# block 1

block_1/ff_map.png
Bar = 20 um. Other sequential cells in the stronger grey, the rest of the logic in the fainter grey.
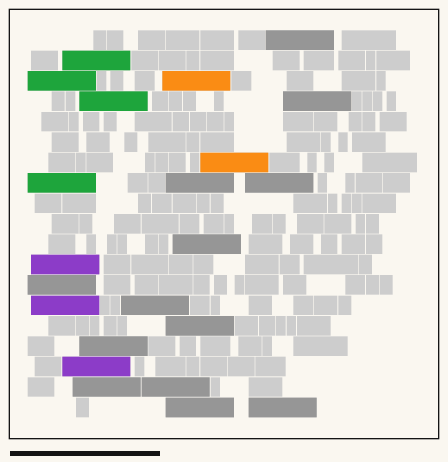
$ cat src/rtl/safety_scan_ctrl.sv
// safety_scan_ctrl
// Walks the placed-queen rows 0..cand_row-1 one per cycle. Each row is checked
// against the candidate for a shared column or a shared diagonal. The scan
// stops at the first conflict, or reports safe after the last placed row.
module safety_scan_ctrl #(
    parameter int N  = 8,
    parameter int CW = 3,
    parameter int RW = 3
) (
    input  logic          clk,
    input  logic          reset,
    input  logic          start,
    input  logic [RW-1:0] cand_row,
    input  logic [CW-1:0] cand_col,
    output logic [RW-1:0] rd_row,
    input  logic [CW-1:0] rd_col,
    output logic          busy,
    output logic          done,
    output logic          safe,
    output logic [RW-1:0] conflict_row,
    output logic [RW:0]   checks
);

    // The distances use one bit more than an index, so the subtraction can never wrap.
    localparam int DW = $clog2(N) + 1;

    typedef enum logic [1:0] {
        IDLE,
        SCAN,
        REPORT
    } state_t;

    state_t          r_state;
    state_t          w_next;
    logic [RW-1:0]   r_cand_row;
    logic [CW-1:0]   r_cand_col;
    logic [RW-1:0]   r_idx;
    logic [RW-1:0]   r_rd_hold;
    logic            r_safe;
    logic [RW-1:0]   r_conflict_row;
    logic [RW:0]     r_checks;

    logic [DW-1:0]   w_cand_col_ext;
    logic [DW-1:0]   w_rd_col_ext;
    logic [DW-1:0]   w_col_dist;
    logic [DW-1:0]   w_row_dist;
    logic            w_conflict;
    logic            w_last;

    assign w_cand_col_ext = DW'(r_cand_col);
    assign w_rd_col_ext   = DW'(rd_col);
    assign w_col_dist     = (w_cand_col_ext >= w_rd_col_ext) ? (w_cand_col_ext - w_rd_col_ext)
                                                             : (w_rd_col_ext - w_cand_col_ext);
    assign w_row_dist     = DW'(r_cand_row) - DW'(r_idx);
    assign w_conflict     = (rd_col == r_cand_col) || (w_col_dist == w_row_dist);
    // A row is only scanned when cand_row >= 1, so cand_row-1 cannot underflow here.
    assign w_last         = (r_idx == (r_cand_row - RW'(1)));

    // The read address follows the scan index while scanning.
    // Otherwise it keeps the last row that was read.
    assign rd_row       = (r_state == SCAN) ? r_idx : r_rd_hold;
    assign safe         = r_safe;
    assign conflict_row = r_conflict_row;
    assign checks       = r_checks;

    // State register; reset drops straight back to IDLE without waiting for a clock.
    always_ff @(posedge clk or negedge reset) begin
        if (!reset) begin
            r_state <= IDLE;
        end else begin
            r_state <= w_next;
        end
    end

    // Next-state decode; busy and done come straight from the state so that reset clears them at once.
    always_comb begin
        w_next = r_state;
        busy   = 1'b0;
        done   = 1'b0;
        case (r_state)
            IDLE: begin
                if (start) begin
                    w_next = (cand_row == '0) ? REPORT : SCAN;
                end
            end
            SCAN: begin
                busy = 1'b1;
                if (w_conflict || w_last) begin
                    w_next = REPORT;
                end
            end
            REPORT: begin
                busy   = 1'b1;
                done   = 1'b1;
                w_next = IDLE;
            end
            default: begin
                w_next = IDLE;
            end
        endcase
    end

    // Datapath: latch the candidate on accept, then step the index and record the verdict.
    always_ff @(posedge clk or negedge reset) begin
        if (!reset) begin
            r_cand_row     <= '0;
            r_cand_col     <= '0;
            r_idx          <= '0;
            r_rd_hold      <= '0;
            r_safe         <= 1'b0;
            r_conflict_row <= '0;
            r_checks       <= '0;
        end else begin
            case (r_state)
                IDLE: begin
                    if (start) begin
                        r_cand_row     <= cand_row;
                        r_cand_col     <= cand_col;
                        r_idx          <= '0;
                        r_conflict_row <= '0;
                        r_checks       <= '0;
                        r_safe         <= (cand_row == '0);
                    end
                end
                SCAN: begin
                    r_checks  <= r_checks + (RW+1)'(1);
                    r_rd_hold <= r_idx;
                    if (w_conflict) begin
                        r_safe         <= 1'b0;
                        r_conflict_row <= r_idx;
                    end else if (w_last) begin
                        r_safe <= 1'b1;
                    end else begin
                        r_idx <= r_idx + RW'(1);
                    end
                end
                default: begin
                end
            endcase
        end
    end

endmodule

$ cat config.mk
export PLATFORM = sky130hd
export DESIGN_NAME = safety_scan_ctrl
export DESIGN_NICKNAME = d
export VERILOG_FILES = /design/src/rtl/safety_scan_ctrl.sv
export SDC_FILE = /design/constraint.sdc
export NUM_CORES = 1
export LEC_CHECK = 0
export CAP_MARGIN = 20
export CORE_MARGIN = 2
export CORE_UTILIZATION = 55
export CTS_BUF_LIST = sky130_fd_sc_hd__clkbuf_8
export DETAILED_ROUTE_END_ITERATION = 12
export PLACE_DENSITY = 0.82
export SETUP_SLACK_MARGIN = 0.15
export SLEW_MARGIN = 20
export SYNTH_ARGS = -nofsm -noshare
export SYNTH_HDL_FRONTEND = slang
export SYNTH_SLANG_ARGS = --single-unit
$ cat constraint.sdc
create_clock -name clk -period 3.75 [get_ports clk]
set_input_delay 0.375 -clock clk [delete_from_list [all_inputs] [get_ports clk]]
set_output_delay 0.375 -clock clk [all_outputs]
set_load 0.05 [all_outputs]
==> flow_metrics.rpt <==
IMPLEMENTATION SUMMARY REPORT
----------------------------------------------------
[Synth]
  Distinct lib cells ........................ between 40 and 50
  Flops out of synthesis ........................ 22
  Sequential-to-total area share from yosys stat ........................ 35.6%
  Avg Synthesized Cell Area ........................ about 9.6 sq um

[Setup path]
  Crit path cell chain ........................ clkdlybuf4s50_1 > inv_1 > fa_1 > inv_1 > fa_1 > inv_2 > o32a_1 > nand3_2 > xnor2_1 > a211oi_2 > o21ai_1 > o22a_1
  Number of buffers and inverters on the critical path ........................ 4
  Required @ worst endpoint ........................ 3900 ps
  Worst setup slack for register-to-register paths ........................ 860 ps

[Placement]
  Worst setup timing slack at the placement stage ........................ 459 ps

[Power and ir drop]
  Leakage Power ........................ between 0.8 and 0.9 nW
  Power group with the largest share ........................ combinational logic
  Total Power ........................ 1.56 mW

[Run status]
  Status ........................ finished clean

[Detailed routing]
  Detail Route met2 WL ........................ 1720 um

[CTS]
  Buffers inserted during post-CTS setup optimization ........................ 0
  Library cell used as clock root buffer ........................ sky130_fd_sc_hd__clkbuf_8

[Cells and area]
  Number of fill cells ........................ around 220

[Run]
  Number of OpenROAD warnings ........................ 31

[Die]
  I/O Pins ........................ 25

[STA]
  Peak clock frequency supported by timing ........................ 0.328 GHz

[GRT]
  First-pass GRT wire length ........................ 5770 um

----------------------------------------------------
Notes on block_1/ff_map.png above:
Key: `r_state` = orange [sequential cells 2]; `r_rd_hold` = purple [sequential cells 3]; `checks` = green [sequential cells 4, where north-west]
Another 13 sequential cells are not coloured.
utilization after layout: 69.1%
area taken by flip-flops and latches: 551 sq um


# block 2

File: config.mk
export PLATFORM = sky130hd
export DESIGN_NAME = uart_tx_ctrl
export DESIGN_NICKNAME = d
export VERILOG_FILES = /design/src/rtl/uart_pkg.sv /design/src/rtl/uart_tx_ctrl.sv
export SDC_FILE = /design/constraint.sdc
export NUM_CORES = 1
export LEC_CHECK = 0
export CORE_MARGIN = 4
export CORE_UTILIZATION = 30
export CTS_CLUSTER_DIAMETER = 50
export CTS_CLUSTER_SIZE = 10
export DETAILED_ROUTE_END_ITERATION = 12
export MAX_ROUTING_LAYER = met4
export PLACE_DENSITY_LB_ADDON = 0.05
export SLEW_MARGIN = 20
export SYNTH_ARGS = -nofsm -noshare
export SYNTH_HDL_FRONTEND = slang
export SYNTH_SLANG_ARGS = --single-unit
File: constraint.sdc
create_clock -name i_clk -period 2.09 [get_ports i_clk]
set_clock_uncertainty 0.1 [all_clocks]
set_input_delay 0.418 -clock i_clk [delete_from_list [all_inputs] [get_ports i_clk]]
set_output_delay 0.418 -clock i_clk [all_outputs]
set_load 0.02 [all_outputs]
File: src/rtl/uart_pkg.sv
// ---------------------------------------------------------------------------
// uart_pkg
//   Shared UART definitions used by both the transmit and receive sides.
//   - uart_state_t   : frame sequencer states
//   - OVERSAMPLE_DEF : default number of baud ticks per bit period
//   - MAX_DATA_BITS  : widest data field any UART block supports
//   - parity_f()     : parity of a (zero-extended) data word, even or odd
// ---------------------------------------------------------------------------
package uart_pkg;

    typedef enum logic [2:0] {
        IDLE   = 3'd0,
        START  = 3'd1,
        DATA   = 3'd2,
        PARITY = 3'd3,
        STOP   = 3'd4
    } uart_state_t;

    localparam int OVERSAMPLE_DEF = 16;
    localparam int MAX_DATA_BITS  = 9;

    // Zero-extending narrower words into this argument does not change the
    // XOR reduction, so one function serves every DATA_BITS setting.
    function automatic logic parity_f(input logic [MAX_DATA_BITS-1:0] data,
                                      input logic                     odd);
        return (^data) ^ odd;
    endfunction

endpackage

File: src/rtl/uart_tx_ctrl.sv
// ---------------------------------------------------------------------------
// uart_tx_ctrl
//   UART transmit sequencer driven by a shared oversampling baud tick.
//   Takes one word per handshake and serialises it as
//   start / data (LSB first) / [parity] / stop on o_tx. The baud generator is
//   phase-restarted through o_br_rst at the start of every frame.
//
// Ports
//   i_clk      in   1          system clock, rising edge
//   i_rst      in   1          synchronous active-high reset
//   i_b_tick   in   1          one-cycle baud tick (OVERSAMPLE per bit)
//   o_br_rst   out  1          baud generator reset (high the cycle after accept)
//   i_tx_valid in   1          word available
//   i_tx_data  in   DATA_BITS  word to send
//   o_tx_ready out  1          controller can accept a word
//   o_tx       out  1          serial line, registered, idle high
//   o_busy     out  1          frame in progress
//   o_done     out  1          one-cycle pulse when a frame completes
//   o_state    out  3          current sequencer state (debug visibility)
//
// Handshake: a word transfers on any rising edge where i_tx_valid and
// o_tx_ready are both high. o_tx_ready is registered and depends on no input;
// the source may raise i_tx_valid at any time and must hold i_tx_data stable
// until the transfer edge. While the frame runs o_tx_ready stays low and
// i_tx_valid / i_tx_data are ignored.
// ---------------------------------------------------------------------------
module uart_tx_ctrl
    import uart_pkg::*;
#(
    parameter int DATA_BITS  = 8,
    parameter int OVERSAMPLE = OVERSAMPLE_DEF,
    parameter int STOP_BITS  = 1,
    parameter int PARITY_EN  = 0,
    parameter int PARITY_ODD = 0
) (
    input  logic                 i_clk,
    input  logic                 i_rst,
    input  logic                 i_b_tick,
    output logic                 o_br_rst,
    input  logic                 i_tx_valid,
    input  logic [DATA_BITS-1:0] i_tx_data,
    output logic                 o_tx_ready,
    output logic                 o_tx,
    output logic                 o_busy,
    output logic                 o_done,
    output uart_state_t          o_state
);

    // Tick counter is sized so the stop phase can count two full bit periods
    // in one run instead of needing a separate stop-bit counter.
    localparam int CW = $clog2(OVERSAMPLE * 2);
    localparam int BW = $clog2(DATA_BITS + 1);

    localparam logic [CW-1:0] OS_LAST   = CW'(OVERSAMPLE - 1);
    localparam logic [CW-1:0] STOP_LAST = CW'(STOP_BITS * OVERSAMPLE - 1);
    localparam logic [BW-1:0] BIT_LAST  = BW'(DATA_BITS - 1);

    uart_state_t          state_q, state_n;
    logic [CW-1:0]        cnt_q, cnt_n;
    logic [BW-1:0]        bit_q, bit_n;
    logic [DATA_BITS-1:0] shreg_q, shreg_n;
    logic                 par_q, par_n;
    logic                 tx_q, tx_n;
    logic                 done_q, done_n;
    logic                 ready_q, ready_n;
    logic                 busy_q, busy_n;
    logic                 br_rst_q, br_rst_n;

    logic accept;
    logic bit_end;
    logic stop_end;

    assign accept   = i_tx_valid & ready_q;
    assign bit_end  = i_b_tick & (cnt_q == OS_LAST);
    assign stop_end = i_b_tick & (cnt_q == STOP_LAST);

    always_ff @(posedge i_clk) begin
        if (i_rst) begin
            state_q  <= IDLE;
            cnt_q    <= '0;
            bit_q    <= '0;
            shreg_q  <= '0;
            par_q    <= 1'b0;
            tx_q     <= 1'b1;
            done_q   <= 1'b0;
            ready_q  <= 1'b1;
            busy_q   <= 1'b0;
            br_rst_q <= 1'b1;
        end else begin
            state_q  <= state_n;
            cnt_q    <= cnt_n;
            bit_q    <= bit_n;
            shreg_q  <= shreg_n;
            par_q    <= par_n;
            tx_q     <= tx_n;
            done_q   <= done_n;
            ready_q  <= ready_n;
            busy_q   <= busy_n;
            br_rst_q <= br_rst_n;
        end
    end

    always_comb begin
        state_n  = state_q;
        cnt_n    = cnt_q;
        bit_n    = bit_q;
        shreg_n  = shreg_q;
        par_n    = par_q;
        tx_n     = tx_q;
        done_n   = 1'b0;
        ready_n  = ready_q;
        busy_n   = busy_q;
        br_rst_n = 1'b0;

        case (state_q)
            IDLE: begin
                // Ticks are ignored here: the generator phase restarts on accept.
                tx_n = 1'b1;
                if (accept) begin
                    state_n  = START;
                    shreg_n  = i_tx_data;
                    // Parity is latched now, before the shift register is consumed.
                    par_n    = parity_f(MAX_DATA_BITS'(i_tx_data), PARITY_ODD != 0);
                    cnt_n    = '0;
                    bit_n    = '0;
                    tx_n     = 1'b0;
                    ready_n  = 1'b0;
                    busy_n   = 1'b1;
                    br_rst_n = 1'b1;
                end
            end

            START: begin
                if (i_b_tick) begin
                    if (bit_end) begin
                        cnt_n   = '0;
                        state_n = DATA;
                        tx_n    = shreg_q[0];
                    end else begin
                        cnt_n = cnt_q + CW'(1);
                    end
                end
            end

            DATA: begin
                if (i_b_tick) begin
                    if (bit_end) begin
                        cnt_n = '0;
                        if (bit_q == BIT_LAST) begin
                            if (PARITY_EN != 0) begin
                                state_n = PARITY;
                                tx_n    = par_q;
                            end else begin
                                state_n = STOP;
                                tx_n    = 1'b1;
                            end
                        end else begin
                            // Line takes the next bit as the register shifts.
                            bit_n   = bit_q + BW'(1);
                            shreg_n = shreg_q >> 1;
                            tx_n    = shreg_q[1];
                        end
                    end else begin
                        cnt_n = cnt_q + CW'(1);
                    end
                end
            end

            PARITY: begin
                if (i_b_tick) begin
                    if (bit_end) begin
                        cnt_n   = '0;
                        state_n = STOP;
                        tx_n    = 1'b1;
                    end else begin
                        cnt_n = cnt_q + CW'(1);
                    end
                end
            end

            STOP: begin
                tx_n = 1'b1;
                if (i_b_tick) begin
                    if (stop_end) begin
                        cnt_n   = '0;
                        state_n = IDLE;
                        done_n  = 1'b1;
                        ready_n = 1'b1;
                        busy_n  = 1'b0;
                    end else begin
                        cnt_n = cnt_q + CW'(1);
                    end
                end
            end

            default: begin
                state_n = IDLE;
                cnt_n   = '0;
                bit_n   = '0;
                tx_n    = 1'b1;
                ready_n = 1'b1;
                busy_n  = 1'b0;
            end
        endcase
    end

    assign o_tx       = tx_q;
    assign o_done     = done_q;
    assign o_tx_ready = ready_q;
    assign o_busy     = busy_q;
    assign o_br_rst   = br_rst_q;
    assign o_state    = state_q;

endmodule

block_2/floorplan.png
Bar = 20 um. Pins as bars on the die edge. Tap cells in grey.
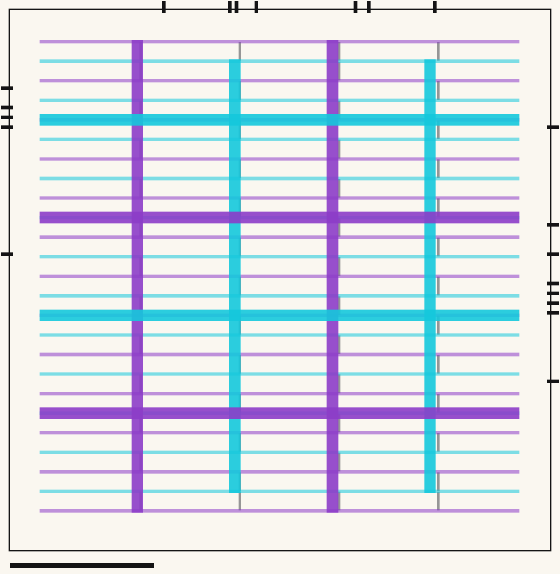
Key: VDD = cyan; VSS = purple
52 tap cells. 4 straps on met5. 25 met1 rails follow the rows. 20 signal pins sit on the boundary.
Std-Cell Core Area: 4350 sq um
chip width: 75.1 um
peak ir drop on the vdd network: 0.000255 V

==> flow_metrics.rpt <==
IMPLEMENTATION SUMMARY REPORT
----------------------------------------------------
[Setup path]
  Number of buffers and inverters on the critical path ........................ 1
  Worst setup slack for register-to-register paths ........................ 340 ps
  CP endpoint ........................ o_state[1]
  Kind of start point of the critical path ........................ flip-flop
  Depth of the critical timing path with buffers and inverters included ........................ 1
  Signal arrival time at the worst endpoint ........................ approximately 1500 ps
  Type of destination of the critical path ........................ primary output
  Cells on worst reg2reg path ........................ 4

[Power and ir drop]
  Sequential cell fraction of total power ........................ between 50% and 60%
  Total Power ........................ 0.990 mW

[Placement]
  Port-buffer cells ........................ 19
  Final HPWL DP ........................ 2660 um
  Placer Congestion ........................ 0.836

[Detailed routing]
  DRT antenna net count ........................ 0
  First DRT Iteration DRCs ........................ 56
  DR pass1 iterations ........................ 4
  Remaining design rule violation count ........................ 0
  Vias ........................ 1288

[Synth]
  Share of synthesized cell area in and-or and or-and compound cells ........................ between 30% and 40%
  Library cell with the highest instance count after synthesis ........................ sky130_fd_sc_hd__dfxtp_1
  Leading area contributor after synthesis ........................ sky130_fd_sc_hd__dfxtp_1
  Cell count in the Yosys report ........................ 157
  Async set-or-reset flop fraction in the synthesized netlist ........................ 0%
  Netlist Area Pre-Place ........................ 1350 sq um

[CTS]
  Buffers inserted during post-CTS setup optimization ........................ 0
  Insertion delay of the later-clocked pin in the worst-skew pair ........................ about 260 ps

[Cells and area]
  Registers with the most flip-flops ........................ shreg_q x8, cnt_q x5, bit_q x4
  Number of fill cells ........................ 440
  Share of cell area taken by flip-flops and latches ........................ 28.8%
  Logic cell area ........................ 758 sq um
  Flop count ........................ 25
  Nonclk buf count ........................ 38
  Most frequent logic cells in the routed design ........................ sky130_fd_sc_hd__dfxtp_1, sky130_fd_sc_hd__clkdlybuf4s50_1, sky130_fd_sc_hd__buf_4, sky130_fd_sc_hd__nand2_1, sky130_fd_sc_hd__a21oi_1

[GRT]
  Initial antenna violation count ........................ 0
  Aggregate global routing overflow ........................ 0
  Met2 layer usage reported by global route ........................ 20.8%

[Worst hold path]
  Min-Delay Path Class ........................ flip-flop to flip-flop
  Hold path cells ........................ 2

[Run status]
  Status ........................ finished clean

[STA]
  Number of failing hold endpoints at the final stage ........................ 0
  Period Utilization, post-route ........................ 94.1%

[Run]
  Maxcap violations ........................ 0

----------------------------------------------------

# block 3

block_3/floorplan.png
Bar = 20 um. Pins as bars on the die edge. Tap cells in grey.
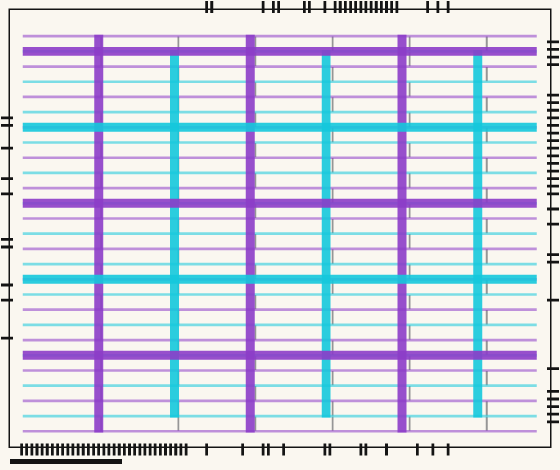
block_3/port_trees.png
Bar = 20 um.
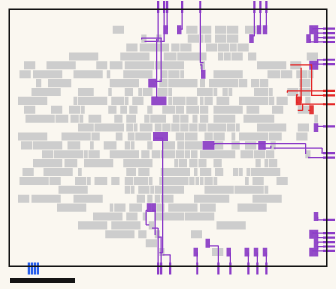
block_3/util_map.png
Bar = 20 um. The die is cut into 10 by 8 equal tiles; white is low, dark blue is high, 0 to 100% covered.
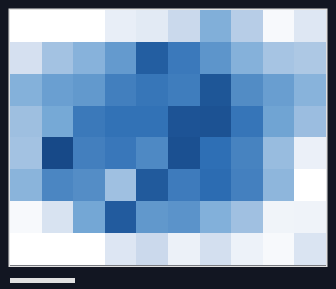
<file path="src/rtl/ahb3lite_irq_ctrl.sv">
// AHB3-Lite interrupt aggregator: synchronises peripheral interrupt lines, latches
// them as edge or level sources, masks them and drives a single registered irq.
module ahb3lite_irq_ctrl #(
  parameter int SOURCES    = 8,
  parameter int HADDR_SIZE = 16,
  parameter int HDATA_SIZE = 32
) (
  input  logic                  HCLK,
  input  logic                  HRESETn,
  input  logic                  HSEL,
  input  logic [HADDR_SIZE-1:0] HADDR,
  input  logic [HDATA_SIZE-1:0] HWDATA,
  output logic [HDATA_SIZE-1:0] HRDATA,
  input  logic                  HWRITE,
  input  logic [2:0]            HSIZE,
  input  logic [2:0]            HBURST,
  input  logic [3:0]            HPROT,
  input  logic [1:0]            HTRANS,
  input  logic                  HMASTLOCK,
  input  logic                  HREADY,
  output logic                  HREADYOUT,
  output logic                  HRESP,
  input  logic [SOURCES-1:0]    src,
  output logic                  irq
);

  localparam logic [1:0] REG_PENDING = 2'd0;
  localparam logic [1:0] REG_ENABLE  = 2'd1;
  localparam logic [1:0] REG_TYPE    = 2'd2;
  localparam logic [1:0] REG_CLAIM   = 2'd3;

  logic                  ap_valid;
  logic [3:0]            ap_lanes;
  logic                  dp_valid;
  logic                  dp_write;
  logic                  dp_hit;
  logic [1:0]            dp_reg;
  logic [3:0]            dp_lanes;
  logic [HDATA_SIZE-1:0] lane_bits;
  logic [HDATA_SIZE-1:0] wr_full;
  logic [SOURCES-1:0]    wr_data;
  logic                  we;
  logic                  re;
  logic [SOURCES-1:0]    s1, s2, s3;
  logic [SOURCES-1:0]    rise;
  logic [SOURCES-1:0]    w1c;
  logic [SOURCES-1:0]    pending;
  logic [SOURCES-1:0]    ienable;
  logic [SOURCES-1:0]    itype;
  logic [HDATA_SIZE-1:0] claim;
  logic                  unused;

  assign HREADYOUT = 1'b1;
  assign HRESP     = 1'b0;

  assign ap_valid = HSEL & HREADY & HTRANS[1];

  always_comb begin
    ap_lanes = 4'b1111;
    case (HSIZE)
      3'b000:  ap_lanes = 4'b0001 << HADDR[1:0];
      3'b001:  ap_lanes = HADDR[1] ? 4'b1100 : 4'b0011;
      default: ap_lanes = 4'b1111;
    endcase
  end

  always_ff @(posedge HCLK or negedge HRESETn) begin
    if (!HRESETn) begin
      dp_valid <= 1'b0;
      dp_write <= 1'b0;
      dp_hit   <= 1'b0;
      dp_reg   <= 2'd0;
      dp_lanes <= 4'd0;
    end else begin
      dp_valid <= ap_valid;
      if (ap_valid) begin
        dp_write <= HWRITE;
        dp_reg   <= HADDR[3:2];
        dp_lanes <= ap_lanes;
        dp_hit   <= (HADDR[HADDR_SIZE-1:4] == '0);
      end
    end
  end

  always_comb begin
    lane_bits = '0;
    for (int b = 0; b < HDATA_SIZE / 8; b++) begin
      lane_bits[b*8 +: 8] = {8{dp_lanes[b]}};
    end
  end

  assign wr_full = HWDATA & lane_bits;
  assign wr_data = wr_full[SOURCES-1:0];
  assign we      = dp_valid & dp_write & dp_hit;
  assign re      = dp_valid & ~dp_write & dp_hit;

  always_ff @(posedge HCLK or negedge HRESETn) begin
    if (!HRESETn) begin
      s1 <= '0;
      s2 <= '0;
      s3 <= '0;
    end else begin
      s1 <= src;
      s2 <= s1;
      s3 <= s2;
    end
  end

  assign rise = s2 & ~s3;
  // W1C only reaches edge sources; a simultaneous new edge still wins over it.
  assign w1c  = (we && dp_reg == REG_PENDING) ? (wr_data & itype) : '0;

  always_ff @(posedge HCLK or negedge HRESETn) begin
    if (!HRESETn) begin
      pending <= '0;
      ienable <= '0;
      itype   <= '0;
      irq     <= 1'b0;
    end else begin
      pending <= (itype & ((pending & ~w1c) | rise)) | (~itype & s2);
      if (we && dp_reg == REG_ENABLE) ienable <= (ienable & ~lane_bits[SOURCES-1:0]) | wr_data;
      if (we && dp_reg == REG_TYPE)   itype   <= (itype & ~lane_bits[SOURCES-1:0]) | wr_data;
      irq <= |(pending & ienable);
    end
  end

  always_comb begin
    claim = '0;
    for (int i = SOURCES - 1; i >= 0; i--) begin
      if (pending[i] && ienable[i]) claim = HDATA_SIZE'(i + 1);
    end
  end

  // Read data is combinational in the data phase, so a same-cycle write is not yet visible.
  always_comb begin
    HRDATA = '0;
    if (re) begin
      case (dp_reg)
        REG_PENDING: HRDATA[SOURCES-1:0] = pending;
        REG_ENABLE:  HRDATA[SOURCES-1:0] = ienable;
        REG_TYPE:    HRDATA[SOURCES-1:0] = itype;
        REG_CLAIM:   HRDATA = claim;
        default:     HRDATA = '0;
      endcase
    end
  end

  assign unused = ^{HBURST, HPROT, HMASTLOCK, HTRANS[0], wr_full, lane_bits};

endmodule

</file>
<file path="config.mk">
export PLATFORM = sky130hd
export DESIGN_NAME = ahb3lite_irq_ctrl
export DESIGN_NICKNAME = d
export VERILOG_FILES = /design/src/rtl/ahb3lite_irq_ctrl.sv
export SDC_FILE = /design/constraint.sdc
export NUM_CORES = 1
export LEC_CHECK = 0
export CORE_ASPECT_RATIO = 0.8
export CORE_MARGIN = 2
export CORE_UTILIZATION = 35
export DETAILED_ROUTE_END_ITERATION = 12
export PLACE_DENSITY = 0.68
export SETUP_SLACK_MARGIN = 0.02
export SYNTH_ARGS = -nofsm -noshare
export SYNTH_HDL_FRONTEND = slang
export SYNTH_SLANG_ARGS = --single-unit
</file>
<file path="constraint.sdc">
create_clock -name HCLK -period 2 [get_ports HCLK]
set_clock_uncertainty 0.2 [all_clocks]
set_input_delay 0.3 -clock HCLK [delete_from_list [all_inputs] [get_ports HCLK]]
set_output_delay 0.3 -clock HCLK [all_outputs]
set_load 0.01 [all_outputs]
</file>
==> flow_metrics.rpt <==
IMPLEMENTATION SUMMARY REPORT
----------------------------------------------------
[Run status]
  Status ........................ finished, violations left
  Violated checks ........................ setup timing

[Die]
  Full die area ........................ 7550 sq um
  Number of core rows ........................ 26

[Power and ir drop]
  Total Power ........................ 2.43 mW
  Total clock network power ........................ 0.845 mW
  Sequential cell fraction of total power ........................ 48.9%
  Total power per unit cell area ........................ ~710 nW/um^2
  Seq power ........................ 1.19 mW

[STA]
  Worst Slack Setup Final ........................ -125 ps
  Final setup violation count ........................ 7
  Period Utilization, post-route ........................ 106%
  Shortest clock period the worst path allows after layout ........................ 2130 ps

[Setup path]
  Number of buffers and inverters on the critical path ........................ 1
  Worst setup slack for register-to-register paths ........................ around 100 ps
  Crit path cell chain ........................ a22oi_2 > and4_1 > nand4_1 > a211oi_2 > buf_2

[Synth]
  Count of flip-flops with a built-in enable after synthesis ........................ 0
  Leading area contributor after synthesis ........................ sky130_fd_sc_hd__dfrtp_1
  Portion of synthesized cell area occupied by the leading cell type ........................ 57.3%
  Synth Area in Simple Gates ........................ 12.9%
  Share of synthesized cell area in and-or and or-and compound cells ........................ 9.79%
  Cell area leaders ........................ sky130_fd_sc_hd__dfrtp_1, sky130_fd_sc_hd__buf_4, sky130_fd_sc_hd__mux2_2
  Most used flip-flop cell after synthesis ........................ sky130_fd_sc_hd__dfrtp_1

[GRT]
  Met2 layer usage reported by global route ........................ approximately 22%
  First-pass GRT wire length ........................ 8550 um
  Top Usage Layer GRT ........................ met2

[CTS]
  Insertion delay of the later-clocked pin in the worst-skew pair ........................ roughly 310 ps
  Htree depth ........................ 2
  Clock sinks ........................ 55
  Number of hold-repair buffers added at the cts stage ........................ 1
  Number of buffers created by CTS ........................ 5

[Cells and area]
  Nonclk buf count ........................ about 100
  Most frequently placed logic cell in the final layout ........................ sky130_fd_sc_hd__dfrtp_1
  Layout inverter count without the clock tree ........................ 6

[Placement]
  Placer Congestion ........................ slightly below 0.9
  Worst setup timing slack at the placement stage ........................ -422 ps

[Detailed routing]
  Remaining design rule violation count ........................ 0
  Met3 wirelength from detailed routing ........................ 296 um
  DRT antenna net count ........................ 0

[Worst hold path]
  Hold Crit Start ........................ s1[2]$_DFF_PN0_
  Endpoint, Worst Hold ........................ s2[2]$_DFF_PN0_

[Run]
  Number of OpenROAD warnings ........................ between 60 and 70

----------------------------------------------------
About block_3/floorplan.png:
Key: VDD = cyan; VSS = purple
84 tap cells. 5 straps on met5. 109 signal pins sit on the boundary.
die span in y: 78.1 um
chip width: 96.7 um

About block_3/port_trees.png:
Key: `HSIZE` = red [direction input, end cells 2, wire 55.2 um]; `HRDATA` = purple [direction output, end cells 32, wire 318 um]; `HPROT` = blue [direction input, end cells 0]
I/O Pins: 109
Port-buffer cells: 49

About block_3/util_map.png:
The densest ninth of the die: centre. The emptiest ninth of the die: south-east. The mean over all tiles is 44%. 11% of the tiles are over 75% full.
Pre-Place Util: 36.9%
Std-Cell Core Area: 6510 sq um


Power and IR drop assume default switching activity.
